# ---- alu_sequencer ----
**alu_sequencer: gate families picked out**

Scale: 4 px per um.
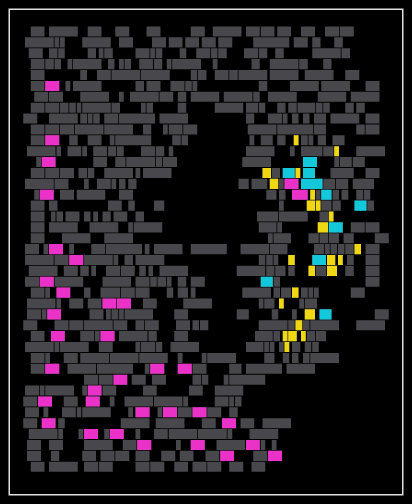
**alu_sequencer: M1 wires**

Scale: 3 px per um. Supply wires on this layer in grey.
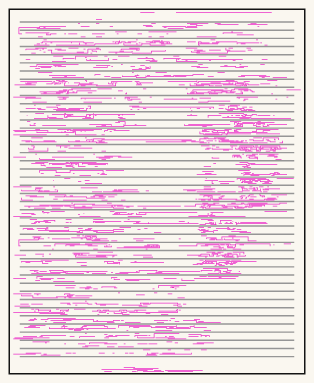
--- src/rtl/alu_sequencer.sv ---
// Sequences one ALU operation: strobes the selected unit for a fixed number of
// cycles, captures its result into z_out, then pulses done.
module alu_sequencer (
  input  logic        clock,
  input  logic        clear,
  input  logic        start,
  input  logic [4:0]  opcode,
  input  logic [31:0] Chigh,
  input  logic [31:0] Clow,
  output logic [12:0] alu_sel,
  output logic [63:0] z_out,
  output logic        busy,
  output logic        done,
  output logic        err
);

  localparam logic [4:0] OpAdd  = 5'b00011;
  localparam logic [4:0] OpSub  = 5'b00100;
  localparam logic [4:0] OpShr  = 5'b00101;
  localparam logic [4:0] OpShra = 5'b00110;
  localparam logic [4:0] OpShl  = 5'b00111;
  localparam logic [4:0] OpRor  = 5'b01000;
  localparam logic [4:0] OpRol  = 5'b01001;
  localparam logic [4:0] OpAnd  = 5'b01010;
  localparam logic [4:0] OpOr   = 5'b01011;
  localparam logic [4:0] OpMul  = 5'b01111;
  localparam logic [4:0] OpDiv  = 5'b10000;
  localparam logic [4:0] OpNeg  = 5'b10001;
  localparam logic [4:0] OpNot  = 5'b10010;

  typedef enum logic [1:0] {StIdle, StExec, StCapture, StDone} state_e;

  state_e      state_q, state_d;
  logic [4:0]  cnt_q, cnt_d;
  logic [4:0]  op_q, op_d;
  logic [63:0] z_q, z_d;
  logic        err_q, err_d;

  // An all-zero decode doubles as the "undefined opcode" indication.
  function automatic logic [12:0] decode_op(input logic [4:0] op);
    logic [12:0] sel;
    sel = '0;
    case (op)
      OpAdd:   sel = 13'h0001;
      OpSub:   sel = 13'h0002;
      OpMul:   sel = 13'h0004;
      OpDiv:   sel = 13'h0008;
      OpAnd:   sel = 13'h0010;
      OpOr:    sel = 13'h0020;
      OpShr:   sel = 13'h0040;
      OpShra:  sel = 13'h0080;
      OpShl:   sel = 13'h0100;
      OpRor:   sel = 13'h0200;
      OpRol:   sel = 13'h0400;
      OpNeg:   sel = 13'h0800;
      OpNot:   sel = 13'h1000;
      default: sel = '0;
    endcase
    return sel;
  endfunction

  logic        req_legal;
  logic [4:0]  cnt_load;
  logic        wide_op;

  assign req_legal = |decode_op(opcode);
  assign cnt_load  = (opcode == OpMul) ? 5'd15 : (opcode == OpDiv) ? 5'd31 : 5'd0;
  assign wide_op   = (op_q == OpMul) || (op_q == OpDiv);

  always_comb begin
    state_d = state_q;
    cnt_d   = cnt_q;
    op_d    = op_q;
    z_d     = z_q;
    err_d   = 1'b0;
    alu_sel = '0;
    busy    = 1'b0;
    done    = 1'b0;
    unique case (state_q)
      StIdle: begin
        if (start) begin
          if (req_legal) begin
            op_d    = opcode;
            cnt_d   = cnt_load;
            state_d = StExec;
          end else begin
            err_d = 1'b1;
          end
        end
      end
      StExec: begin
        alu_sel = decode_op(op_q);
        busy    = 1'b1;
        if (cnt_q == 5'd0) begin
          state_d = StCapture;
        end else begin
          cnt_d = cnt_q - 5'd1;
        end
      end
      StCapture: begin
        alu_sel = decode_op(op_q);
        busy    = 1'b1;
        z_d     = wide_op ? {Chigh, Clow} : {32'h0, Clow};
        state_d = StDone;
      end
      StDone: begin
        busy    = 1'b1;
        done    = 1'b1;
        state_d = StIdle;
      end
      default: state_d = StIdle;
    endcase
  end

  always_ff @(posedge clock) begin
    if (clear) begin
      state_q <= StIdle;
      cnt_q   <= '0;
      op_q    <= '0;
      z_q     <= '0;
      err_q   <= 1'b0;
    end else begin
      state_q <= state_d;
      cnt_q   <= cnt_d;
      op_q    <= op_d;
      z_q     <= z_d;
      err_q   <= err_d;
    end
  end

  assign z_out = z_q;
  assign err   = err_q;

endmodule

--- config.mk ---
export PLATFORM = sky130hd
export DESIGN_NAME = alu_sequencer
export DESIGN_NICKNAME = d
export VERILOG_FILES = /design/src/rtl/alu_sequencer.sv
export SDC_FILE = /design/constraint.sdc
export NUM_CORES = 1
export LEC_CHECK = 0
export ABC_AREA = 0
export CAP_MARGIN = 20
export CORE_ASPECT_RATIO = 1.25
export CORE_MARGIN = 3
export CORE_UTILIZATION = 36
export DETAILED_ROUTE_END_ITERATION = 7
export GPL_ROUTABILITY_DRIVEN = 0
export PLACE_DENSITY = 0.68
export SKIP_CTS_REPAIR_TIMING = 1
export SKIP_LAST_GASP = 1
export SYNTH_ARGS = -nofsm -noshare
export SYNTH_HDL_FRONTEND = slang
export SYNTH_SLANG_ARGS = --single-unit
--- constraint.sdc ---
create_clock -name clock -period 3.8 [get_ports clock]
set_input_delay 0.57 -clock clock [delete_from_list [all_inputs] [get_ports clock]]
set_output_delay 0.57 -clock clock [all_outputs]
set_load 0.01 [all_outputs]
==> run_results.csv <==
group,metric,value,unit
status,status,"finished, final reports clean",
pwr,powerClk,844,uW
pwr,p_leak,0.00208,uW
final_layout,ff_count,90,
floorplanning,die.size.y,121,um
final_layout,clkbuf_count,11,
pwr,power_per_cell_area,487,nW/um^2
floorplanning,well_tap_count,129,
place,dpl.cell_count,680,
synthesis,ys_chip_area,3810,sq um
final_layout,regArea,1800,sq um
synthesis,syn_area,3810,sq um
route,firstDrtPassIters,4,
final_layout,final_area,5670,sq um
final_layout,clkCellAreaFrac,4.97,%
Notes on 'gate families picked out' of alu_sequencer above:
legend:
  cyan:
    family: AND-OR and OR-AND gates
    cells: 10
    most_used: a31o_2
    where: middle right
  yellow:
    family: NAND gates
    cells: 24
    most_used: nand2_1
    where: middle right
  magenta:
    family: multiplexers
    cells: 34
    most_used: mux2i_1
Finished Layout Cells: 696
Comb area share: 32.5%
Commonest Layout Cell: clkdlybuf4s50_1

Notes on 'M1 wires' of alu_sequencer above:
nets with wire on the layer: 574
share of all routed wire: 40%
main direction: horizontal
Routed WL: 10.8 mm
grt met1 use: 19.7%
via count: 3496


# ---- register_file_flat ----
$ cat src/rtl/register_file_if.sv
// Register file access bus: two combinational read ports plus one write port.
// The datapath drives indices and write data; the register file returns read data.
interface register_file_if #(
   parameter int DATA_WIDTH = 32,
   parameter int ADDR_WIDTH = 5
);
   logic [ADDR_WIDTH-1:0] rs;
   logic [ADDR_WIDTH-1:0] rt;
   logic                  regWrite;
   logic [ADDR_WIDTH-1:0] writeReg;
   logic [DATA_WIDTH-1:0] writeData;
   logic [DATA_WIDTH-1:0] readData1;
   logic [DATA_WIDTH-1:0] readData2;

   modport master (
      output rs, rt, regWrite, writeReg, writeData,
      input  readData1, readData2
   );

   modport slave (
      input  rs, rt, regWrite, writeReg, writeData,
      output readData1, readData2
   );
endinterface

$ cat src/rtl/register_file.sv
// miniRISC general-purpose register file: 32 x 32-bit, two combinational reads,
// one synchronous write, register 0 hardwired to zero, async active-low clear.
module register_file #(
   parameter int DATA_WIDTH = 32,
   parameter int ADDR_WIDTH = 5,
   parameter int NUM_REGS   = 32
) (
   input  logic           clk,
   input  logic           rst,
   register_file_if.slave bus
);

   logic [NUM_REGS-1:0][DATA_WIDTH-1:0] regs_q;
   logic [NUM_REGS-1:0][DATA_WIDTH-1:0] regs_d;

   // Register 0 is never loaded, so it keeps its cleared value forever.
   always_comb begin
      regs_d = regs_q;
      if (bus.regWrite && (bus.writeReg != '0)) begin
         regs_d[bus.writeReg] = bus.writeData;
      end
      regs_d[0] = '0;
   end

   always_ff @(posedge clk or negedge rst) begin
      if (!rst) begin
         regs_q <= '0;
      end else begin
         regs_q <= regs_d;
      end
   end

   // Reads come straight from storage: no write-to-read bypass.
   assign bus.readData1 = regs_q[bus.rs];
   assign bus.readData2 = regs_q[bus.rt];

endmodule

$ cat src/flat_wrapper.sv
// flat-port wrapper written by rule: the top's interface ports become plain ports
module register_file_flat 
#(
   parameter int DATA_WIDTH = 32,
   parameter int ADDR_WIDTH = 5,
   parameter int NUM_REGS   = 32
)
  (clk, rst, bus_rs, bus_rt, bus_regWrite, bus_writeReg, bus_writeData, bus_readData1, bus_readData2);
  register_file_if #(.DATA_WIDTH(DATA_WIDTH), .ADDR_WIDTH(ADDR_WIDTH)) bus_i ();
  input  logic clk;
  input  logic rst;
  input wire logic [$bits(bus_i.rs)-1:0] bus_rs;
  input wire logic [$bits(bus_i.rt)-1:0] bus_rt;
  input wire logic [$bits(bus_i.regWrite)-1:0] bus_regWrite;
  input wire logic [$bits(bus_i.writeReg)-1:0] bus_writeReg;
  input wire logic [$bits(bus_i.writeData)-1:0] bus_writeData;
  output wire logic [$bits(bus_i.readData1)-1:0] bus_readData1;
  output wire logic [$bits(bus_i.readData2)-1:0] bus_readData2;
  assign bus_i.rs = bus_rs;
  assign bus_i.rt = bus_rt;
  assign bus_i.regWrite = bus_regWrite;
  assign bus_i.writeReg = bus_writeReg;
  assign bus_i.writeData = bus_writeData;
  assign bus_readData1 = bus_i.readData1;
  assign bus_readData2 = bus_i.readData2;
  register_file #(.DATA_WIDTH(DATA_WIDTH), .ADDR_WIDTH(ADDR_WIDTH), .NUM_REGS(NUM_REGS)) u_core (.clk(clk), .rst(rst), .bus(bus_i));
endmodule
$ cat config.mk
export PLATFORM = sky130hd
export DESIGN_NAME = register_file_flat
export DESIGN_NICKNAME = d
export VERILOG_FILES = /design/src/rtl/register_file_if.sv /design/src/rtl/register_file.sv /design/src/flat_wrapper.sv
export SDC_FILE = /design/constraint.sdc
export NUM_CORES = 2
export LEC_CHECK = 0
export CAP_MARGIN = 20
export CORE_MARGIN = 2
export CORE_UTILIZATION = 30
export DETAILED_ROUTE_END_ITERATION = 8
export DONT_BUFFER_PORTS = 1
export SYNTH_ARGS = -nofsm -noshare
export SYNTH_HDL_FRONTEND = slang
export SYNTH_SLANG_ARGS = --single-unit
export TNS_END_PERCENT = 1
$ cat constraint.sdc
create_clock -name clk -period 2.5 [get_ports clk]
set_clock_uncertainty 0.1 [all_clocks]
set_input_delay 0.375 -clock clk [delete_from_list [all_inputs] [get_ports clk]]
set_output_delay 0.375 -clock clk [all_outputs]
set_load 0.01 [all_outputs]
==> run_results.csv <==
group,metric,value,unit
synthesis,ys_ff,992,
clocking,cts_root_buf,"clkbuf_16",
synthesis,fa_ha_area_share,0,%
final_timing,fin_crit_sh,128,%
status,status,"finished with violations",
place,dpl.cell_count,5752,
worst_setup_path,cp_slowest_cell,"mux4_2",
floorplanning,die.size.y,425,um
pwr,p_total,47100,uW
final_timing,min_period,3.20,ns
synthesis,ys_cells,3597,
pwr,p_clk_share,33.8,%
final_timing,whs,-0.742,ns
status,violations,"negative hold slack, negative setup slack",
worst_setup_path,cp_num_cells,5,
worst_setup_path,cp_cell_sequence,"mux4_2 > a22o_1 > o21ai_2 > o31ai_1 > buf_4",
worst_setup_path,critPathKind,"primary input to output port",
place,post_dp_cell_area,56800,sq um
route,met2WireLength,82.7,mm
final_layout,final_util,35.0,%
final_timing,setup_ws,-0.697,ns
final_timing,setup_viol,204,
pwr,peakVddDrop,0.620,mV
final_timing,fin_tns_setup,-30.38,ns
final_timing,hold_viol_final,121,
final_layout,lay_top_count,"mux2_2",
**register_file_flat: wiring by layer**

Scale: 1 px per um. Two of the layers only.
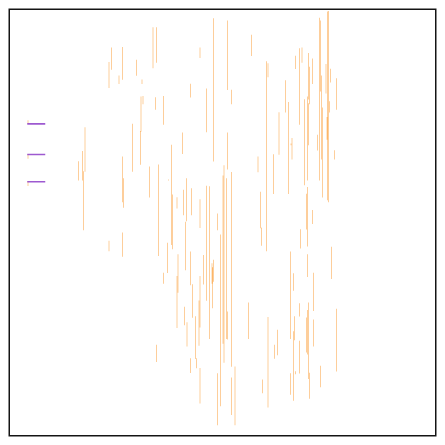
legend:
  purple:
    layer: metal 5
    wire_length: 49.7 um
  orange:
    layer: metal 4
    wire_length: 6170 um
Routed WL: 164 mm
routed len/inst: 27.4 um

**register_file_flat: a small window of the routed layout**

Region (198, 283) to (228, 313) um. Cells in grey, sequential cells in the stronger grey; small squares are vias.
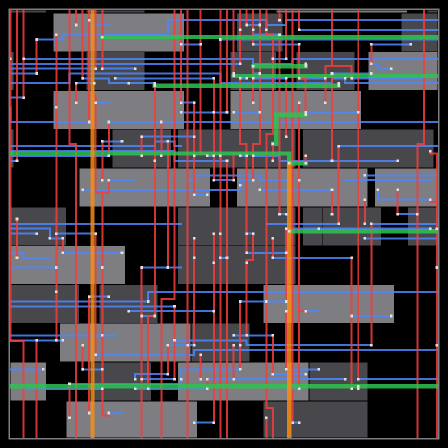
legend:
  green:
    layer: metal 3
  orange:
    layer: metal 4
  blue:
    layer: metal 1
  red:
    layer: metal 2
netlist names of flops here include: u_core.regs_q (11)
most frequent: mux2_2 (11), dfrtp_1 (11), mux4_2 (3)
sequential cells in the window: 11
cells with their middle in the window: 31


# ---- memory_arbiter ----
**memory_arbiter: a small window of the routed layout**

Region (44, 107) to (74, 137) um. Cells in grey, sequential cells in the stronger grey; small squares are vias.
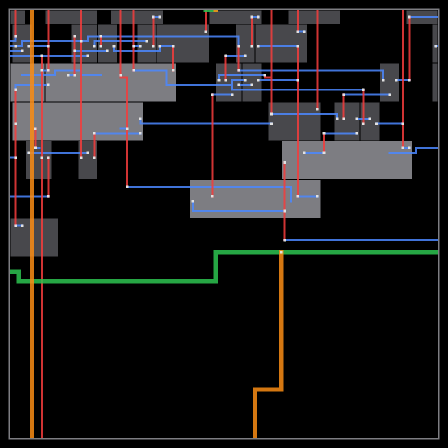
File: src/rtl/memory_arbiter.sv
// memory_arbiter: shares one main-memory port between the I-cache refill path
// and the D-cache refill/write-back path. One request is latched at a time and
// held on the memory port until memory completes it. The completion is routed
// back to the cache that owns the request. When both caches are waiting, round-robin
// arbitration lets one master keep the port for at most HOLD_LIMIT consecutive grants.
module memory_arbiter #(
    parameter int HOLD_LIMIT = 4
) (
    input  logic        clk,
    input  logic        rst_n,

    input  logic        icache_mem_req,
    input  logic [31:0] icache_mem_addr,
    output logic [31:0] icache_mem_rdata,
    output logic        icache_mem_ready,

    input  logic        dcache_mem_req,
    input  logic [31:0] dcache_mem_addr,
    input  logic [31:0] dcache_mem_wdata,
    input  logic [3:0]  dcache_mem_be,
    input  logic        dcache_mem_we,
    output logic [31:0] dcache_mem_rdata,
    output logic        dcache_mem_ready,

    output logic        mem_req,
    output logic [31:0] mem_addr,
    output logic [31:0] mem_wdata,
    output logic [3:0]  mem_be,
    output logic        mem_we,
    input  logic [31:0] mem_rdata,
    input  logic        mem_ready,

    output logic [31:0] icache_grant_count,
    output logic [31:0] dcache_grant_count
);

    // Streak only needs to count up to HOLD_LIMIT; it saturates there.
    localparam int                     STREAK_W   = $clog2(HOLD_LIMIT + 1);
    localparam logic [STREAK_W-1:0]    STREAK_MAX = STREAK_W'(HOLD_LIMIT);

    typedef enum logic [1:0] {
        IDLE   = 2'd0,
        BUSY_I = 2'd1,
        BUSY_D = 2'd2
    } state_t;

    state_t              state_q, state_d;
    logic                mem_req_q, mem_req_d;
    logic [31:0]         mem_addr_q, mem_addr_d;
    logic [31:0]         mem_wdata_q, mem_wdata_d;
    logic [3:0]          mem_be_q, mem_be_d;
    logic                mem_we_q, mem_we_d;
    logic [STREAK_W-1:0] streak_q, streak_d;
    logic                last_owner_i_q, last_owner_i_d;   // 1 = I-cache, 0 = D-cache
    logic [31:0]         icount_q, icount_d;
    logic [31:0]         dcount_q, dcount_d;

    logic                grant_i;
    logic                grant_d;
    logic                keep_owner;
    logic                same_owner;

    // State and latched memory-port registers; reset is immediate and abandons any in-flight access.
    always_ff @(posedge clk or negedge rst_n) begin
        if (!rst_n) begin
            state_q        <= IDLE;
            mem_req_q      <= 1'b0;
            mem_addr_q     <= 32'd0;
            mem_wdata_q    <= 32'd0;
            mem_be_q       <= 4'd0;
            mem_we_q       <= 1'b0;
            streak_q       <= '0;
            last_owner_i_q <= 1'b0;
            icount_q       <= 32'd0;
            dcount_q       <= 32'd0;
        end else begin
            state_q        <= state_d;
            mem_req_q      <= mem_req_d;
            mem_addr_q     <= mem_addr_d;
            mem_wdata_q    <= mem_wdata_d;
            mem_be_q       <= mem_be_d;
            mem_we_q       <= mem_we_d;
            streak_q       <= streak_d;
            last_owner_i_q <= last_owner_i_d;
            icount_q       <= icount_d;
            dcount_q       <= dcount_d;
        end
    end

    // Arbitration, latching, completion routing and next-state selection.
    always_comb begin
        state_d          = state_q;
        mem_req_d        = mem_req_q;
        mem_addr_d       = mem_addr_q;
        mem_wdata_d      = mem_wdata_q;
        mem_be_d         = mem_be_q;
        mem_we_d         = mem_we_q;
        streak_d         = streak_q;
        last_owner_i_d   = last_owner_i_q;
        icount_d         = icount_q;
        dcount_d         = dcount_q;
        grant_i          = 1'b0;
        grant_d          = 1'b0;
        keep_owner       = 1'b0;
        same_owner       = 1'b0;
        icache_mem_ready = 1'b0;
        icache_mem_rdata = 32'd0;
        dcache_mem_ready = 1'b0;
        dcache_mem_rdata = 32'd0;

        case (state_q)
            IDLE: begin
                if (icache_mem_req && dcache_mem_req) begin
                    // A zero streak means nobody holds the port yet (only after
                    // reset), so the tie goes away from last_owner, i.e. to the I-cache.
                    keep_owner = (streak_q != '0) && (streak_q < STREAK_MAX);
                    grant_i    = keep_owner ? last_owner_i_q : !last_owner_i_q;
                    grant_d    = !grant_i;
                end else begin
                    grant_i = icache_mem_req;
                    grant_d = dcache_mem_req;
                end

                if (grant_i) begin
                    mem_addr_d  = icache_mem_addr;
                    mem_wdata_d = 32'd0;
                    mem_be_d    = 4'hF;
                    mem_we_d    = 1'b0;
                    mem_req_d   = 1'b1;
                    state_d     = BUSY_I;
                end else if (grant_d) begin
                    mem_addr_d  = dcache_mem_addr;
                    mem_wdata_d = dcache_mem_wdata;
                    mem_be_d    = dcache_mem_be;
                    mem_we_d    = dcache_mem_we;
                    mem_req_d   = 1'b1;
                    state_d     = BUSY_D;
                end

                if (grant_i || grant_d) begin
                    same_owner = (grant_i == last_owner_i_q);
                    if (same_owner) begin
                        if (streak_q != STREAK_MAX) begin
                            streak_d = streak_q + STREAK_W'(1);
                        end
                    end else begin
                        streak_d       = STREAK_W'(1);
                        last_owner_i_d = grant_i;
                    end
                end
            end

            BUSY_I: begin
                if (mem_ready) begin
                    icache_mem_ready = 1'b1;
                    icache_mem_rdata = mem_rdata;
                    icount_d         = icount_q + 32'd1;
                    mem_req_d        = 1'b0;
                    state_d          = IDLE;
                end
            end

            BUSY_D: begin
                if (mem_ready) begin
                    dcache_mem_ready = 1'b1;
                    dcache_mem_rdata = mem_rdata;
                    dcount_d         = dcount_q + 32'd1;
                    mem_req_d        = 1'b0;
                    state_d          = IDLE;
                end
            end

            default: begin
                state_d   = IDLE;
                mem_req_d = 1'b0;
            end
        endcase
    end

    assign mem_req            = mem_req_q;
    assign mem_addr           = mem_addr_q;
    assign mem_wdata          = mem_wdata_q;
    assign mem_be             = mem_be_q;
    assign mem_we             = mem_we_q;
    assign icache_grant_count = icount_q;
    assign dcache_grant_count = dcount_q;

endmodule

File: config.mk
export PLATFORM = sky130hd
export DESIGN_NAME = memory_arbiter
export DESIGN_NICKNAME = d
export VERILOG_FILES = /design/src/rtl/memory_arbiter.sv
export SDC_FILE = /design/constraint.sdc
export NUM_CORES = 1
export LEC_CHECK = 0
export CORE_ASPECT_RATIO = 1.5
export CORE_MARGIN = 2
export CORE_UTILIZATION = 35
export DETAILED_ROUTE_END_ITERATION = 6
export PLACE_DENSITY = 0.75
export SLEW_MARGIN = 0
export SYNTH_ARGS = -nofsm -noshare
export SYNTH_HDL_FRONTEND = slang
export SYNTH_SLANG_ARGS = --single-unit
File: constraint.sdc
create_clock -name clk -period 4.6 [get_ports clk]
set_input_delay 1.15 -clock clk [delete_from_list [all_inputs] [get_ports clk]]
set_output_delay 1.15 -clock clk [all_outputs]
set_load 0.05 [all_outputs]
==> run_results.csv <==
group,metric,value,unit
synthesis,ys.flop_type,"dfrtp_1",
worst_setup_path,reg2reg_depth,8,
final_timing,setup_viol,0,
final_layout,mostFrequentLayoutCells,"335 x clkdlybuf4s50_1, 144 x nand2_1, 140 x dfrtp_1, 73 x and3_1, 59 x nand4_1",
global_routing,grt.overflow.total,0,
clocking,cts.hold.buffers_added,0,
final_layout,mi_logic_area,3070,sq um
status,status,"finished, final reports clean",
flow_run,max_cap_viol_count,0,
final_layout,lay_top_count,"clkdlybuf4s50_1",
global_routing,busiest_layer,"met2",
clocking,clock_insertion_delay_worst_skew,0.42,ns
final_timing,max_freq,251,MHz
worst_setup_path,cp.arrival,2.84,ns
route,antenna_left,0,
worst_setup_path,end_kind,"output port",
worst_setup_path,critPathBufInv,3,
final_layout,sh_seq_area,31.7,%
worst_setup_path,cp_cell_sequence,"buf_2 > buf_4 > and3_1 > clkdlybuf4s50_1",
worst_setup_path,worstPathMaxFanout,30,
clocking,post_cts_resized,0,
place,dp_hpwl,16.1,mm
global_routing,gr-usage-met2,37.5,%
worst_setup_path,critPathKind,"primary input to output port",
worst_setup_path,cp_slowest_cell,"clkdlybuf4s50_1",
worst_setup_path,ff2ff_setup_slack,1.99,ns
final_layout,fillers,1657,
global_routing,grt_pass1_vias,6428,
Notes on 'a small window of the routed layout' of memory_arbiter above:
legend:
  red:
    layer: metal 2
  blue:
    layer: metal 1
  green:
    layer: metal 3
  orange:
    layer: metal 4
sequential cells in the window: 4
cells with their middle in the window: 19
most frequent: nand2_1 (4), nor2_1 (4), dfrtp_1 (4)
netlist names of flops here include: mem_be (2), mem_wdata (2)


# ---- serial_adder ----
**serial_adder: routing congestion**

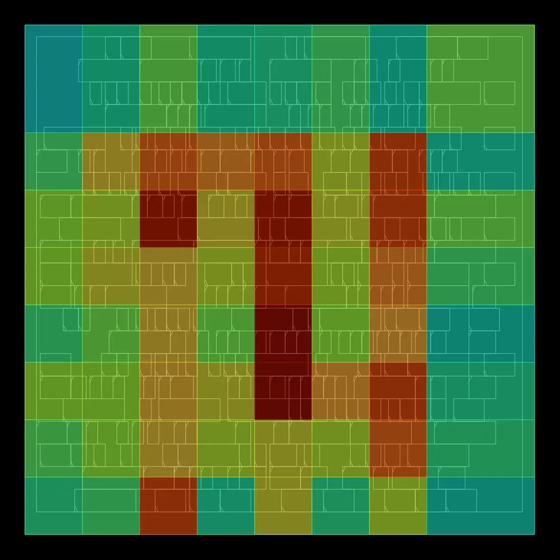
**serial_adder: gate families picked out**

Scale: 8 px per um.
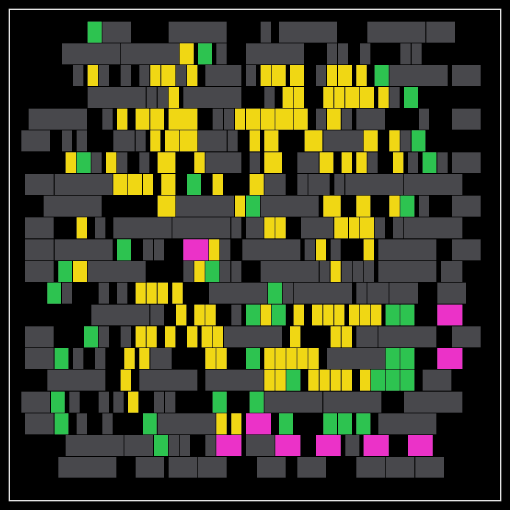
**serial_adder: wiring by layer**

Scale: 6 px per um. Two of the layers only.
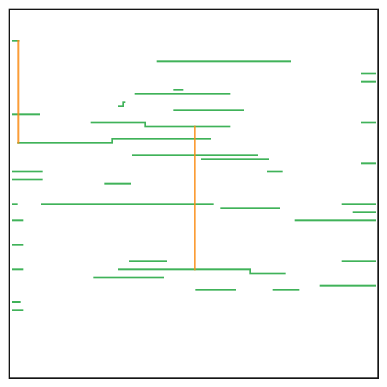
File: src/rtl/serial_adder.sv
// Bit-serial adder/subtractor: one full-adder cell, LSB first, WIDTH cycles per op.
// Result registers update only on entry to DONE and hold until the next result.
module serial_adder #(
  parameter int unsigned WIDTH = 8
) (
  input  logic             clk,
  input  logic             reset,
  input  logic             start,
  input  logic [WIDTH-1:0] a,
  input  logic [WIDTH-1:0] b,
  input  logic             c_in,
  input  logic             sub,
  output logic             busy,
  output logic             done,
  output logic [WIDTH-1:0] z,
  output logic             c_out,
  output logic             ovf
);

  localparam int unsigned CW = (WIDTH > 1) ? $clog2(WIDTH) : 1;
  localparam logic [CW-1:0] LAST = CW'(WIDTH - 1);

  localparam logic [1:0] S_IDLE = 2'd0;
  localparam logic [1:0] S_RUN  = 2'd1;
  localparam logic [1:0] S_DONE = 2'd2;

  logic [1:0]       state_q, state_d;
  logic [WIDTH-1:0] a_q, a_d;
  logic [WIDTH-1:0] b_q, b_d;
  logic [WIDTH-1:0] sum_q, sum_d;
  logic [WIDTH-1:0] z_q, z_d;
  logic [CW-1:0]    cnt_q, cnt_d;
  logic             carry_q, carry_d;
  logic             c_out_q, c_out_d;
  logic             ovf_q, ovf_d;

  logic a_bit, b_bit, sum_bit, carry_nx;

  always_comb begin
    a_bit    = a_q[cnt_q];
    b_bit    = b_q[cnt_q];
    sum_bit  = a_bit ^ b_bit ^ carry_q;
    carry_nx = (a_bit & b_bit) | (carry_q & (a_bit ^ b_bit));

    state_d = state_q;
    a_d     = a_q;
    b_d     = b_q;
    sum_d   = sum_q;
    z_d     = z_q;
    cnt_d   = cnt_q;
    carry_d = carry_q;
    c_out_d = c_out_q;
    ovf_d   = ovf_q;

    case (state_q)
      S_IDLE, S_DONE: begin
        if (start) begin
          // subtraction is a + ~b + 1, so invert b and force the initial carry
          a_d     = a;
          b_d     = sub ? ~b : b;
          carry_d = sub | c_in;
          cnt_d   = '0;
          state_d = S_RUN;
        end else begin
          state_d = S_IDLE;
        end
      end
      S_RUN: begin
        sum_d[cnt_q] = sum_bit;
        carry_d      = carry_nx;
        if (cnt_q == LAST) begin
          // carry_q here is the carry into the MSB cell
          z_d     = sum_d;
          c_out_d = carry_nx;
          ovf_d   = carry_q ^ carry_nx;
          cnt_d   = '0;
          state_d = S_DONE;
        end else begin
          cnt_d = cnt_q + CW'(1);
        end
      end
      default: state_d = S_IDLE;
    endcase
  end

  always_ff @(posedge clk) begin
    if (reset) begin
      state_q <= S_IDLE;
      a_q     <= '0;
      b_q     <= '0;
      sum_q   <= '0;
      z_q     <= '0;
      cnt_q   <= '0;
      carry_q <= 1'b0;
      c_out_q <= 1'b0;
      ovf_q   <= 1'b0;
    end else begin
      state_q <= state_d;
      a_q     <= a_d;
      b_q     <= b_d;
      sum_q   <= sum_d;
      z_q     <= z_d;
      cnt_q   <= cnt_d;
      carry_q <= carry_d;
      c_out_q <= c_out_d;
      ovf_q   <= ovf_d;
    end
  end

  assign busy  = (state_q == S_RUN);
  assign done  = (state_q == S_DONE);
  assign z     = z_q;
  assign c_out = c_out_q;
  assign ovf   = ovf_q;

endmodule
File: config.mk
export PLATFORM = sky130hd
export DESIGN_NAME = serial_adder
export DESIGN_NICKNAME = d
export VERILOG_FILES = /design/src/rtl/serial_adder.sv
export SDC_FILE = /design/constraint.sdc
export NUM_CORES = 1
export LEC_CHECK = 0
export ABC_AREA = 1
export CAP_MARGIN = 10
export CORE_MARGIN = 1
export CORE_UTILIZATION = 57
export CTS_CLUSTER_SIZE = 8
export DETAILED_ROUTE_END_ITERATION = 16
export PLACE_DENSITY_LB_ADDON = 0.3
export SKIP_LAST_GASP = 1
export SYNTH_ARGS = -nofsm -noshare
export SYNTH_HDL_FRONTEND = slang
export SYNTH_SLANG_ARGS = --single-unit
File: constraint.sdc
create_clock -name clk -period 3.46 [get_ports clk]
set_clock_uncertainty 0.05 [all_clocks]
set_input_delay 0.692 -clock clk [delete_from_list [all_inputs] [get_ports clk]]
set_output_delay 0.692 -clock clk [all_outputs]
set_load 0.02 [all_outputs]
==> run_results.csv <==
group,metric,value,unit
final_layout,dominant_cells,"combinational gates",
synthesis,ys_seq_share,40.0,%
synthesis,synth_top_cell_by_area,"dfxtp_1",
worst_setup_path,crit_end,"busy",
route,drt-met1-wl,1.75,mm
final_layout,area_delta_synth_final,17.7,%
synthesis,synthTopCellsByArea,"dfxtp_1 40%, nand2_1 15%, nor2_1 7.7%, nand3_1 6.3%, inv_1 5.8%",
status,status,"finished, final reports clean",
place,place_worst_setup_slack,1.23,ns
synthesis,ys_chip_area,2000,sq um
floorplanning,ios,33,
floorplanning,die_w,61.2,um
worst_setup_path,crit_path_start_kind,"register",
min_path,min_to,"a_q[3]",
final_timing,worst_pin_slew,0.514,ns
final_layout,drive_gt1_share,5.57,%
worst_setup_path,worstPathMaxFanout,22,
Notes on 'routing congestion' of serial_adder above:
final design utilization: 70.6%
routed len/inst: 10.6 um

Notes on 'gate families picked out' of serial_adder above:
legend:
  green:
    family: inverting AOI/OAI gates
    cells: 38
    most_used: a21oi_1
    where: widely spread
  magenta:
    family: XOR/XNOR gates
    cells: 9
    most_used: xnor2_1
  yellow:
    family: NAND gates
    cells: 113
    most_used: nand2_1
Finished Layout Cells: 369
Comb area share: 41.0%
Commonest Layout Cell: nand2_1

Notes on 'wiring by layer' of serial_adder above:
legend:
  orange:
    layer: metal 4
    wire_length: 40.8 um
  green:
    layer: metal 3
    wire_length: 310 um
via count: 1826
gr usage total: 23.1%
Routed WL: 3.91 mm


# ---- uart_tx_fifo_param ----
--- config.mk ---
export PLATFORM = sky130hd
export DESIGN_NAME = uart_tx_fifo_param
export DESIGN_NICKNAME = d
export VERILOG_FILES = /design/src/rtl/uart_pkg.sv /design/src/rtl/uart_tx_fifo_buf.sv /design/src/rtl/uart_tx_fifo_param.sv
export SDC_FILE = /design/constraint.sdc
export NUM_CORES = 1
export LEC_CHECK = 0
export CORE_ASPECT_RATIO = 2
export CORE_MARGIN = 2
export CORE_UTILIZATION = 40
export DETAILED_ROUTE_END_ITERATION = 8
export PLACE_DENSITY = 0.57
export SLEW_MARGIN = 20
export SYNTH_ARGS = -nofsm -noshare
export SYNTH_HDL_FRONTEND = slang
export SYNTH_SLANG_ARGS = --single-unit
--- constraint.sdc ---
create_clock -name i_clk -period 3 [get_ports i_clk]
set_input_delay 0.3 -clock i_clk [delete_from_list [all_inputs] [get_ports i_clk]]
set_output_delay 0.3 -clock i_clk [all_outputs]
set_load 0.01 [all_outputs]
--- src/rtl/uart_pkg.sv ---
// Shared definitions for the parametrised UART transmitter: state encoding,
// frame-length helper and parity helper.
package uart_pkg;

  typedef enum logic [2:0] {
    ST_IDLE   = 3'd0,
    ST_START  = 3'd1,
    ST_DATA   = 3'd2,
    ST_PARITY = 3'd3,
    ST_STOP   = 3'd4
  } uart_state_t;

  // Wide enough for DATA_BITS up to 9 and STOP_BITS up to 2.
  localparam int unsigned BIT_IDX_W = 4;

  function automatic int unsigned frame_cycles(
    input int unsigned data_bits,
    input int unsigned parity_bits,
    input int unsigned stop_bits,
    input int unsigned clks_per_bit
  );
    return (32'd1 + data_bits + parity_bits + stop_bits) * clks_per_bit;
  endfunction

  // Unused upper bits must be zero so they do not disturb the reduction.
  function automatic logic calc_parity(input logic [8:0] data, input logic odd);
    return (^data) ^ odd;
  endfunction

endpackage

--- src/rtl/uart_tx_fifo_buf.sv ---
// Synchronous write buffer for the UART transmitter: WIDTH x DEPTH entries,
// registered occupancy count, writes on a full buffer are dropped.
module uart_tx_fifo_buf #(
  parameter int WIDTH = 8,
  parameter int DEPTH = 4
) (
  input  logic                       i_clk,
  input  logic                       i_rst_n,
  input  logic                       i_wr,
  input  logic [WIDTH-1:0]           i_wdata,
  input  logic                       i_rd,
  output logic [WIDTH-1:0]           o_rdata,
  output logic                       o_full,
  output logic                       o_empty,
  output logic [$clog2(DEPTH+1)-1:0] o_count
);
  import uart_pkg::*;

  localparam int AW = $clog2(DEPTH);
  localparam int CW = $clog2(DEPTH + 1);

  logic [WIDTH-1:0] r_mem [DEPTH];
  logic [AW-1:0]    r_wr_ptr;
  logic [AW-1:0]    r_rd_ptr;
  logic [CW-1:0]    r_count;
  logic             w_wr;
  logic             w_rd;

  // Full is judged on the registered count only, so a same-edge pop never rescues a write.
  assign o_full  = (r_count == CW'(DEPTH));
  assign o_empty = (r_count == CW'(0));
  assign o_count = r_count;
  assign o_rdata = r_mem[r_rd_ptr];
  assign w_wr    = i_wr & ~o_full;
  assign w_rd    = i_rd & ~o_empty;

  // Storage, pointers (wrap naturally, DEPTH is a power of 2) and occupancy count.
  always_ff @(posedge i_clk or negedge i_rst_n) begin
    if (!i_rst_n) begin
      for (int i = 0; i < DEPTH; i++) r_mem[i] <= '0;
      r_wr_ptr <= '0;
      r_rd_ptr <= '0;
      r_count  <= '0;
    end else begin
      if (w_wr) begin
        r_mem[r_wr_ptr] <= i_wdata;
        r_wr_ptr        <= r_wr_ptr + AW'(1);
      end
      if (w_rd) begin
        r_rd_ptr <= r_rd_ptr + AW'(1);
      end
      case ({w_wr, w_rd})
        2'b10:   r_count <= r_count + CW'(1);
        2'b01:   r_count <= r_count - CW'(1);
        default: r_count <= r_count;
      endcase
    end
  end

endmodule

--- src/rtl/uart_tx_fifo_param.sv ---
// Parametrised UART transmitter with write FIFO. Optional parity bit is
// enabled by defining UART_TX_PARITY_EN.
module uart_tx_fifo_param #(
  parameter int DATA_BITS    = 8,
  parameter int CLKS_PER_BIT = 434,
  parameter int STOP_BITS    = 1,
  parameter int FIFO_DEPTH   = 4,
  parameter int PARITY_ODD   = 0
) (
  input  logic                 i_clk,
  input  logic                 i_rst_n,
  input  logic [DATA_BITS-1:0] i_data_in,
  input  logic                 i_data_DV,
  output logic [DATA_BITS-1:0] o_data_in,
  output logic                 o_tx,
  output logic                 o_wait,
  output logic                 o_busy,
  output logic                 o_overflow,
  output logic [3:0]           debug
);
  import uart_pkg::*;

  localparam int BAUD_W = $clog2(CLKS_PER_BIT);
  localparam int CW     = $clog2(FIFO_DEPTH + 1);

  if (DATA_BITS < 5 || DATA_BITS > 9) begin : g_bad_data_bits
    $error("uart_tx_fifo_param: DATA_BITS must be 5..9");
  end
  if (STOP_BITS < 1 || STOP_BITS > 2) begin : g_bad_stop_bits
    $error("uart_tx_fifo_param: STOP_BITS must be 1 or 2");
  end
  if (PARITY_ODD < 0 || PARITY_ODD > 1) begin : g_bad_parity_odd
    $error("uart_tx_fifo_param: PARITY_ODD must be 0 or 1");
  end

  uart_state_t            r_state, w_state_nxt;
  logic [BAUD_W-1:0]      r_baud, w_baud_nxt;
  logic [BIT_IDX_W-1:0]   r_bit_idx, w_bit_nxt;
  logic [DATA_BITS-1:0]   r_shift, w_shift_nxt;
  logic                   r_tx, w_tx_nxt;
  logic [DATA_BITS-1:0]   r_data_in;
  logic                   r_overflow;
  logic                   w_pop;
  logic                   w_load;
  logic                   w_baud_end;
  logic                   w_full;
  logic                   w_empty;
  logic [DATA_BITS-1:0]   w_rd_data;
  logic [CW-1:0]          w_count;
  logic                   w_accept;
`ifdef UART_TX_PARITY_EN
  logic                   r_parity, w_par_nxt;
`endif

  assign w_accept = i_data_DV & ~w_full;

  uart_tx_fifo_buf #(
    .WIDTH (DATA_BITS),
    .DEPTH (FIFO_DEPTH)
  ) u_fifo (
    .i_clk   (i_clk),
    .i_rst_n (i_rst_n),
    .i_wr    (i_data_DV),
    .i_wdata (i_data_in),
    .i_rd    (w_pop),
    .o_rdata (w_rd_data),
    .o_full  (w_full),
    .o_empty (w_empty),
    .o_count (w_count)
  );

  assign w_baud_end = (r_baud == BAUD_W'(CLKS_PER_BIT - 1));

  // Next-state, serial bit and counter logic; w_load marks a pop into a new frame.
  always_comb begin
    w_state_nxt = r_state;
    w_baud_nxt  = r_baud;
    w_bit_nxt   = r_bit_idx;
    w_shift_nxt = r_shift;
    w_tx_nxt    = r_tx;
    w_load      = 1'b0;
`ifdef UART_TX_PARITY_EN
    w_par_nxt   = r_parity;
`endif
    case (r_state)
      ST_IDLE: begin
        w_tx_nxt   = 1'b1;
        w_baud_nxt = '0;
        w_bit_nxt  = '0;
        w_load     = ~w_empty;
      end
      ST_START: begin
        if (w_baud_end) begin
          w_baud_nxt  = '0;
          w_bit_nxt   = '0;
          w_state_nxt = ST_DATA;
          w_tx_nxt    = r_shift[0];
        end else begin
          w_baud_nxt = r_baud + BAUD_W'(1);
        end
      end
      ST_DATA: begin
        if (w_baud_end) begin
          w_baud_nxt = '0;
          if (r_bit_idx == BIT_IDX_W'(DATA_BITS - 1)) begin
            w_bit_nxt   = '0;
`ifdef UART_TX_PARITY_EN
            w_state_nxt = ST_PARITY;
            w_tx_nxt    = r_parity;
`else
            w_state_nxt = ST_STOP;
            w_tx_nxt    = 1'b1;
`endif
          end else begin
            w_bit_nxt   = r_bit_idx + BIT_IDX_W'(1);
            w_shift_nxt = r_shift >> 1;
            w_tx_nxt    = r_shift[1];
          end
        end else begin
          w_baud_nxt = r_baud + BAUD_W'(1);
        end
      end
`ifdef UART_TX_PARITY_EN
      ST_PARITY: begin
        if (w_baud_end) begin
          w_baud_nxt  = '0;
          w_bit_nxt   = '0;
          w_state_nxt = ST_STOP;
          w_tx_nxt    = 1'b1;
        end else begin
          w_baud_nxt = r_baud + BAUD_W'(1);
        end
      end
`endif
      ST_STOP: begin
        w_tx_nxt = 1'b1;
        if (w_baud_end) begin
          w_baud_nxt = '0;
          if (r_bit_idx == BIT_IDX_W'(STOP_BITS - 1)) begin
            w_bit_nxt   = '0;
            w_state_nxt = ST_IDLE;
            w_load      = ~w_empty;
          end else begin
            w_bit_nxt = r_bit_idx + BIT_IDX_W'(1);
          end
        end else begin
          w_baud_nxt = r_baud + BAUD_W'(1);
        end
      end
      default: begin
        w_state_nxt = ST_IDLE;
        w_baud_nxt  = '0;
        w_bit_nxt   = '0;
        w_tx_nxt    = 1'b1;
      end
    endcase

    // A pop always starts a frame straight away, from IDLE or from the end of STOP.
    if (w_load) begin
      w_state_nxt = ST_START;
      w_shift_nxt = w_rd_data;
      w_tx_nxt    = 1'b0;
      w_baud_nxt  = '0;
      w_bit_nxt   = '0;
`ifdef UART_TX_PARITY_EN
      w_par_nxt   = calc_parity(9'(w_rd_data), PARITY_ODD[0]);
`endif
    end else begin
      w_shift_nxt = w_shift_nxt;
    end
    w_pop = w_load;
  end

  // FSM and datapath registers; reset forces the line idle immediately.
  always_ff @(posedge i_clk or negedge i_rst_n) begin
    if (!i_rst_n) begin
      r_state    <= ST_IDLE;
      r_baud     <= '0;
      r_bit_idx  <= '0;
      r_shift    <= '0;
      r_tx       <= 1'b1;
      r_data_in  <= '0;
      r_overflow <= 1'b0;
`ifdef UART_TX_PARITY_EN
      r_parity   <= 1'b0;
`endif
    end else begin
      r_state    <= w_state_nxt;
      r_baud     <= w_baud_nxt;
      r_bit_idx  <= w_bit_nxt;
      r_shift    <= w_shift_nxt;
      r_tx       <= w_tx_nxt;
      r_overflow <= i_data_DV & w_full;
`ifdef UART_TX_PARITY_EN
      r_parity   <= w_par_nxt;
`endif
      if (w_accept) begin
        r_data_in <= i_data_in;
      end
    end
  end

  assign o_tx       = r_tx;
  assign o_data_in  = r_data_in;
  assign o_wait     = w_full;
  assign o_overflow = r_overflow;
  assign o_busy     = (r_state != ST_IDLE) | (w_count != CW'(0));
  assign debug      = {1'b0, r_state};

endmodule
**uart_tx_fifo_param: routing congestion**

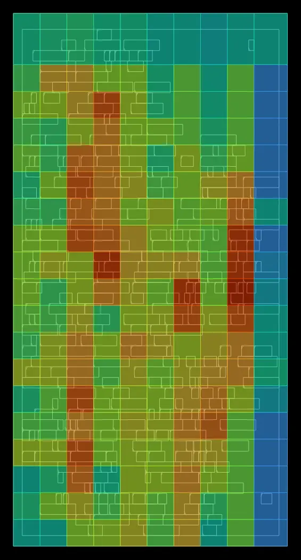
met3 usage: 3.37%
grt met1 use: 17.9%
routed len/inst: 17.2 um

**uart_tx_fifo_param: wiring by layer**

Scale: 4 px per um. Two of the layers only.
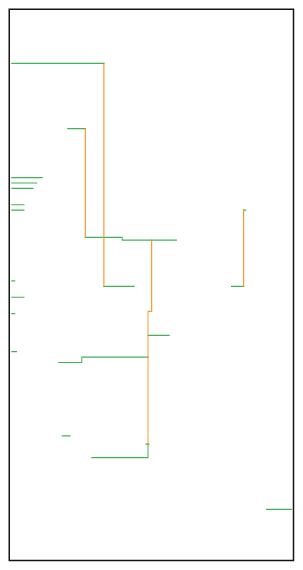
legend:
  green:
    layer: metal 3
    wire_length: 147 um
  orange:
    layer: metal 4
    wire_length: 154 um
Routed WL: 7.08 mm
via count: 2214
gr usage total: 16.4%

==> run_results.csv <==
group,metric,value,unit
clocking,clockBufferDepth,2,
final_layout,comb-cell-share,39.2,%
synthesis,synth_top_cell_by_area,"dfrtp_1",
worst_setup_path,cp_cell_sequence,"inv_1 > ha_1 > or3b_4 > o31ai_4 > nand3_2 > inv_1 > ha_1 > fa_1 > mux2_2",
final_layout,ff_count,73,
pwr,power_per_cell_area,1070,nW/um^2
global_routing,grt_pass1_wl,12.1,mm
pwr,p_seq,1740,uW
final_layout,final_util,48.6,%
synthesis,yosys_warnings,0,
synthesis,synth.most_common_cell,"dfrtp_1",
worst_setup_path,ff2ff_setup_slack,0.48,ns
worst_setup_path,r2r-end,"u_fifo.o_count[1]",
floorplanning,well_tap_count,100,
worst_setup_path,critPathBufInv,2,
synthesis,syn_avg_cell_area,12.9,sq um
status,status,"finished, final reports clean",
pwr,intPower,2990,uW
pwr,p_leak,0.00186,uW
final_layout,lay_top_count,"dfrtp_1",
synthesis,ys_ff,73,
**uart_tx_fifo_param: M1 wires**

Scale: 4 px per um. Supply wires on this layer in grey.
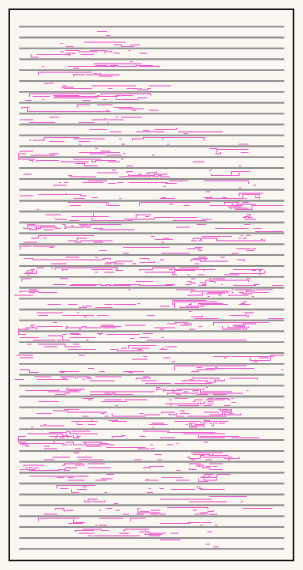
wire length on this layer: 2790 um
longest straight run: 24.8 um
share of all routed wire: 39%


# ---- card_dealer ----
`config.mk`:
```
export PLATFORM = sky130hd
export DESIGN_NAME = card_dealer
export DESIGN_NICKNAME = d
export VERILOG_FILES = /design/src/rtl/card_dealer.sv
export SDC_FILE = /design/constraint.sdc
export NUM_CORES = 1
export LEC_CHECK = 0
export CAP_MARGIN = 10
export CORE_MARGIN = 10
export CORE_UTILIZATION = 52
export CTS_CLUSTER_SIZE = 16
export DETAILED_ROUTE_END_ITERATION = 6
export GPL_ROUTABILITY_DRIVEN = 0
export PLACE_DENSITY_LB_ADDON = 0.25
export SYNTH_ARGS = -nofsm -noshare
export SYNTH_HDL_FRONTEND = slang
export SYNTH_SLANG_ARGS = --single-unit
export TNS_END_PERCENT = 100
```
`constraint.sdc`:
```
create_clock -name clk -period 2.25 [get_ports clk]
set_input_delay 0.225 -clock clk [delete_from_list [all_inputs] [get_ports clk]]
set_output_delay 0.225 -clock clk [all_outputs]
set_load 0.02 [all_outputs]
```
`src/rtl/card_dealer.sv`:
```
// Purpose  : captures a shuffled deck streamed by the shuffler, checks it, then deals cards in arrival order.
// Latency  : card captured one edge after each shuffler update; a deal is registered on the edge sampling dealReq.
// Backpress: no stalls; dealReq is ignored unless READY, and newDeck beats dealReq in the same cycle.
// Ports    : clk/rst (async, active-low); loadFlag/card = shuffler stream in; shuffleFlag = shuffle request out;
//            newDeck/dealReq = controller requests; dealValid/dealCard = deal strobe and card;
//            cardsLeft/deckReady/deckEmpty/loadErr = deck status.
module card_dealer #(
  parameter int DECK_SIZE   = 52,
  parameter int CARD_W      = 6,
  parameter int LOAD_PERIOD = 2
) (
  input  logic              clk,
  input  logic              rst,
  input  logic              loadFlag,
  input  logic [CARD_W-1:0] card,
  output logic              shuffleFlag,
  input  logic              newDeck,
  input  logic              dealReq,
  output logic              dealValid,
  output logic [CARD_W-1:0] dealCard,
  output logic [5:0]        cardsLeft,
  output logic              deckReady,
  output logic              deckEmpty,
  output logic              loadErr
);

  localparam int IDX_W = $clog2(DECK_SIZE);
  localparam int PH_W  = $clog2(LOAD_PERIOD + 1);
  localparam logic [IDX_W-1:0] LAST_IDX = IDX_W'(DECK_SIZE - 1);

  typedef enum logic [1:0] {WAIT_LOAD, LOADING, READY, EMPTY} state_t;

  state_t               state, state_nxt;
  logic                 loadPrev;
  logic [IDX_W-1:0]     wrIdx, rdIdx;
  logic [PH_W-1:0]      phase;
  logic [DECK_SIZE-1:0] seen;
  logic [CARD_W-1:0]    deck [DECK_SIZE];

  logic load_start, capture, abort, load_done, deal, flush, card_bad;

  // Out-of-range codes are flagged before the seen-mask lookup so the
  // mask is never indexed past its end.
  always_comb begin
    card_bad = 1'b1;
    if (int'(card) < DECK_SIZE)
      card_bad = seen[card[IDX_W-1:0]];
  end

  always_comb begin
    state_nxt  = state;
    load_start = 1'b0;
    capture    = 1'b0;
    abort      = 1'b0;
    load_done  = 1'b0;
    deal       = 1'b0;
    flush      = 1'b0;
    case (state)
      WAIT_LOAD: begin
        // Only a fresh rising edge starts a load; a level left high is ignored.
        if (loadFlag && !loadPrev) begin
          load_start = 1'b1;
          state_nxt  = LOADING;
        end
      end
      LOADING: begin
        if (!loadFlag) begin
          abort     = 1'b1;
          state_nxt = WAIT_LOAD;
        end else if (phase == '0) begin
          capture = 1'b1;
          if (wrIdx == LAST_IDX) begin
            load_done = 1'b1;
            state_nxt = READY;
          end
        end
      end
      READY: begin
        if (newDeck) begin
          flush     = 1'b1;
          state_nxt = WAIT_LOAD;
        end else if (dealReq) begin
          deal = 1'b1;
          if (cardsLeft == 6'd1)
            state_nxt = EMPTY;
        end
      end
      EMPTY: begin
        if (newDeck) begin
          flush     = 1'b1;
          state_nxt = WAIT_LOAD;
        end
      end
      default: state_nxt = WAIT_LOAD;
    endcase
  end

  always_ff @(posedge clk or negedge rst) begin
    if (!rst) begin
      state       <= WAIT_LOAD;
      loadPrev    <= 1'b0;
      shuffleFlag <= 1'b0;
      wrIdx       <= '0;
      rdIdx       <= '0;
      phase       <= '0;
      seen        <= '0;
      dealValid   <= 1'b0;
      dealCard    <= '0;
      cardsLeft   <= '0;
      deckReady   <= 1'b0;
      deckEmpty   <= 1'b0;
      loadErr     <= 1'b0;
    end else begin
      state       <= state_nxt;
      loadPrev    <= loadFlag;
      // Request a shuffle whenever we are (or are about to be) waiting for a load.
      shuffleFlag <= (state_nxt == WAIT_LOAD);
      dealValid   <= deal;

      if (load_start) begin
        wrIdx <= '0;
        seen  <= '0;
        phase <= '0;
      end

      // phase==0 marks a capture edge; reload so the next capture lands P edges later.
      if (capture) begin
        wrIdx <= wrIdx + 1'b1;
        phase <= PH_W'(LOAD_PERIOD - 1);
        if (card_bad)
          loadErr <= 1'b1;
        if (int'(card) < DECK_SIZE)
          seen[card[IDX_W-1:0]] <= 1'b1;
      end else if (state == LOADING && phase != '0) begin
        phase <= phase - 1'b1;
      end

      if (load_done) begin
        cardsLeft <= 6'(DECK_SIZE);
        rdIdx     <= '0;
        deckReady <= 1'b1;
      end

      if (abort)
        loadErr <= 1'b1;

      if (deal) begin
        dealCard  <= deck[rdIdx];
        rdIdx     <= rdIdx + 1'b1;
        cardsLeft <= cardsLeft - 6'd1;
        if (cardsLeft == 6'd1) begin
          deckReady <= 1'b0;
          deckEmpty <= 1'b1;
        end
      end

      if (flush) begin
        deckReady <= 1'b0;
        deckEmpty <= 1'b0;
        cardsLeft <= '0;
        loadErr   <= 1'b0;
      end
    end
  end

  // Deck storage carries no reset: contents are only read after a full load.
  always_ff @(posedge clk) begin
    if (capture)
      deck[wrIdx] <= card;
  end

endmodule

```
**card_dealer: wiring by layer**

Scale: 2 px per um. Two of the layers only.
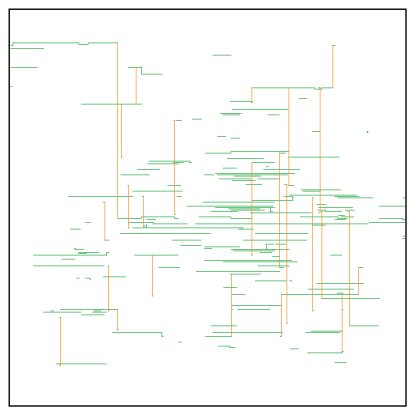
legend:
  orange:
    layer: metal 4
    wire_length: 876 um
  green:
    layer: metal 3
    wire_length: 2360 um
gr usage total: 19.3%
routed len/inst: 23.7 um
via count: 9321
Routed WL: 37.3 mm

**card_dealer: gate families picked out**

Scale: 2 px per um.
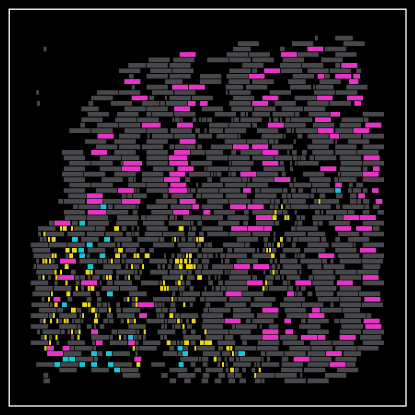
legend:
  magenta:
    family: multiplexers
    cells: 119
    most_used: mux4_2
    where: widely spread
  cyan:
    family: AND-OR and OR-AND gates
    cells: 26
    most_used: a22o_1
    where: lower left
  yellow:
    family: NAND gates
    cells: 125
    most_used: nand2_1
Finished Layout Cells: 1571
Comb area share: 23.4%
Commonest Layout Cell: edfxtp_1

==> run_results.csv <==
group,metric,value,unit
final_layout,final_util,63.4,%
final_layout,n_antenna_cell,1,
final_timing,min_period,2.28,ns
pwr,power_per_cell_area,808,nW/um^2
route,firstDrtPassIters,7,
clocking,clock-sinks,398,
pwr,p_seq_share,51.0,%
final_timing,setup_viol,1,
worst_setup_path,critPathBufInv,2,
final_layout,area_delta_synth_final,19.0,%
pwr,intPower,12500,uW
status,violations,"negative setup slack",
final_timing,setup_ws,-0.0298,ns
final_layout,logic_gates,518,
synthesis,xor_share,0.107,%
worst_setup_path,r2r-end,"dealCard[5]",
status,status,"finished with violations",
route,viasPerCell,5.93,
final_layout,sh_seq_area,59.0,%
worst_setup_path,cp_num_cells,7,
clocking,post_cts_resized,1,
synthesis,ys_cells,983,


==> notes/layouts.md <==
Pictures saved along the way, in no particular order.

Routing congestion.
(a)
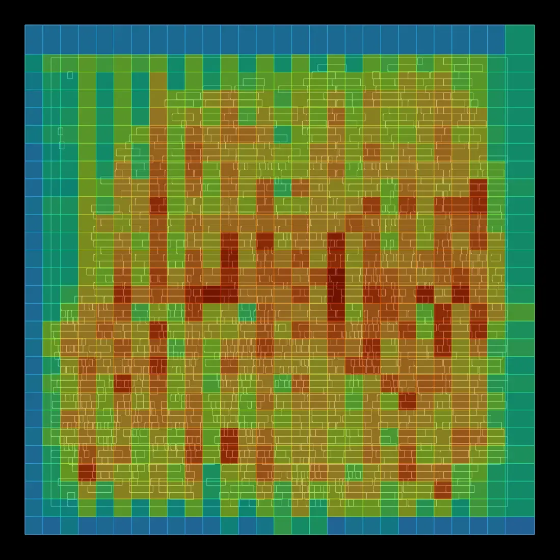
(b)
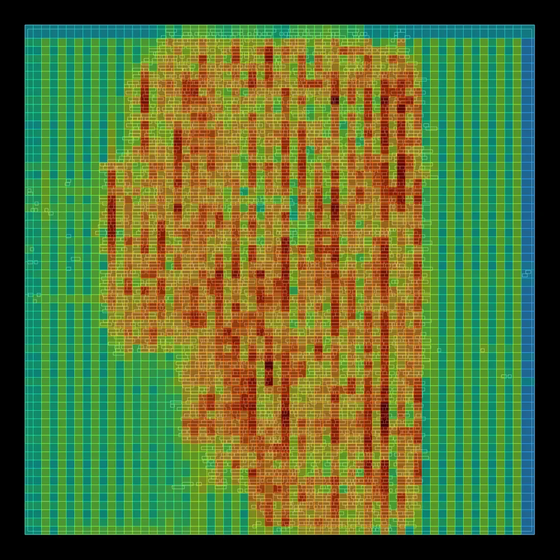
(c)
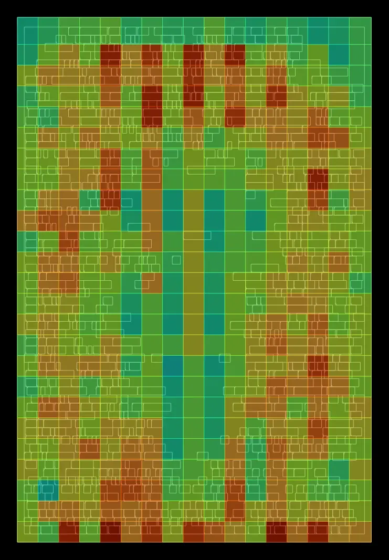
(d)
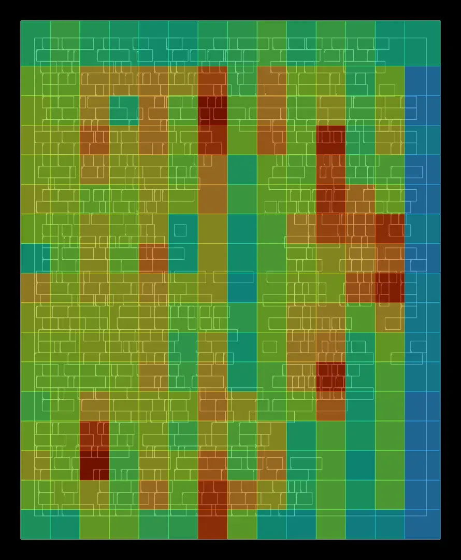
- (d) = alu_sequencer
- (c) = memory_arbiter
- (a) = card_dealer
- (b) = register_file_flat


## Gallery

M1 wires.
shot_01.png
Scale: 1 px per um. Supply wires on this layer in grey.
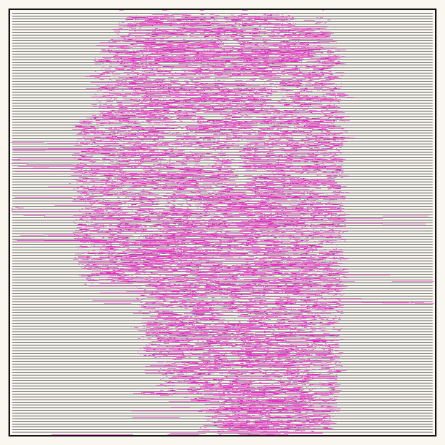
shot_02.png
Scale: 2 px per um. Supply wires on this layer in grey.
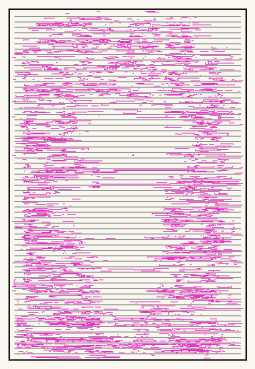
shot_03.png
Scale: 6 px per um. Supply wires on this layer in grey.
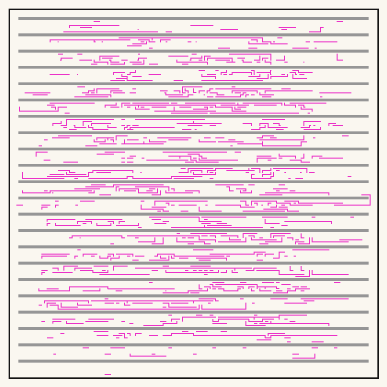
shot_04.png
Scale: 2 px per um. Supply wires on this layer in grey.
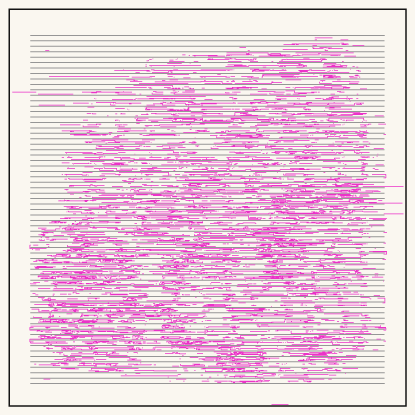
- smallest die: shot_03.png
- largest die: shot_01.png
shot_04.png comes from card_dealer.
shot_02.png comes from memory_arbiter.
shot_03.png comes from serial_adder.
shot_01.png comes from register_file_flat.

No activity file was given, so power comes from the tool's default toggle rates.
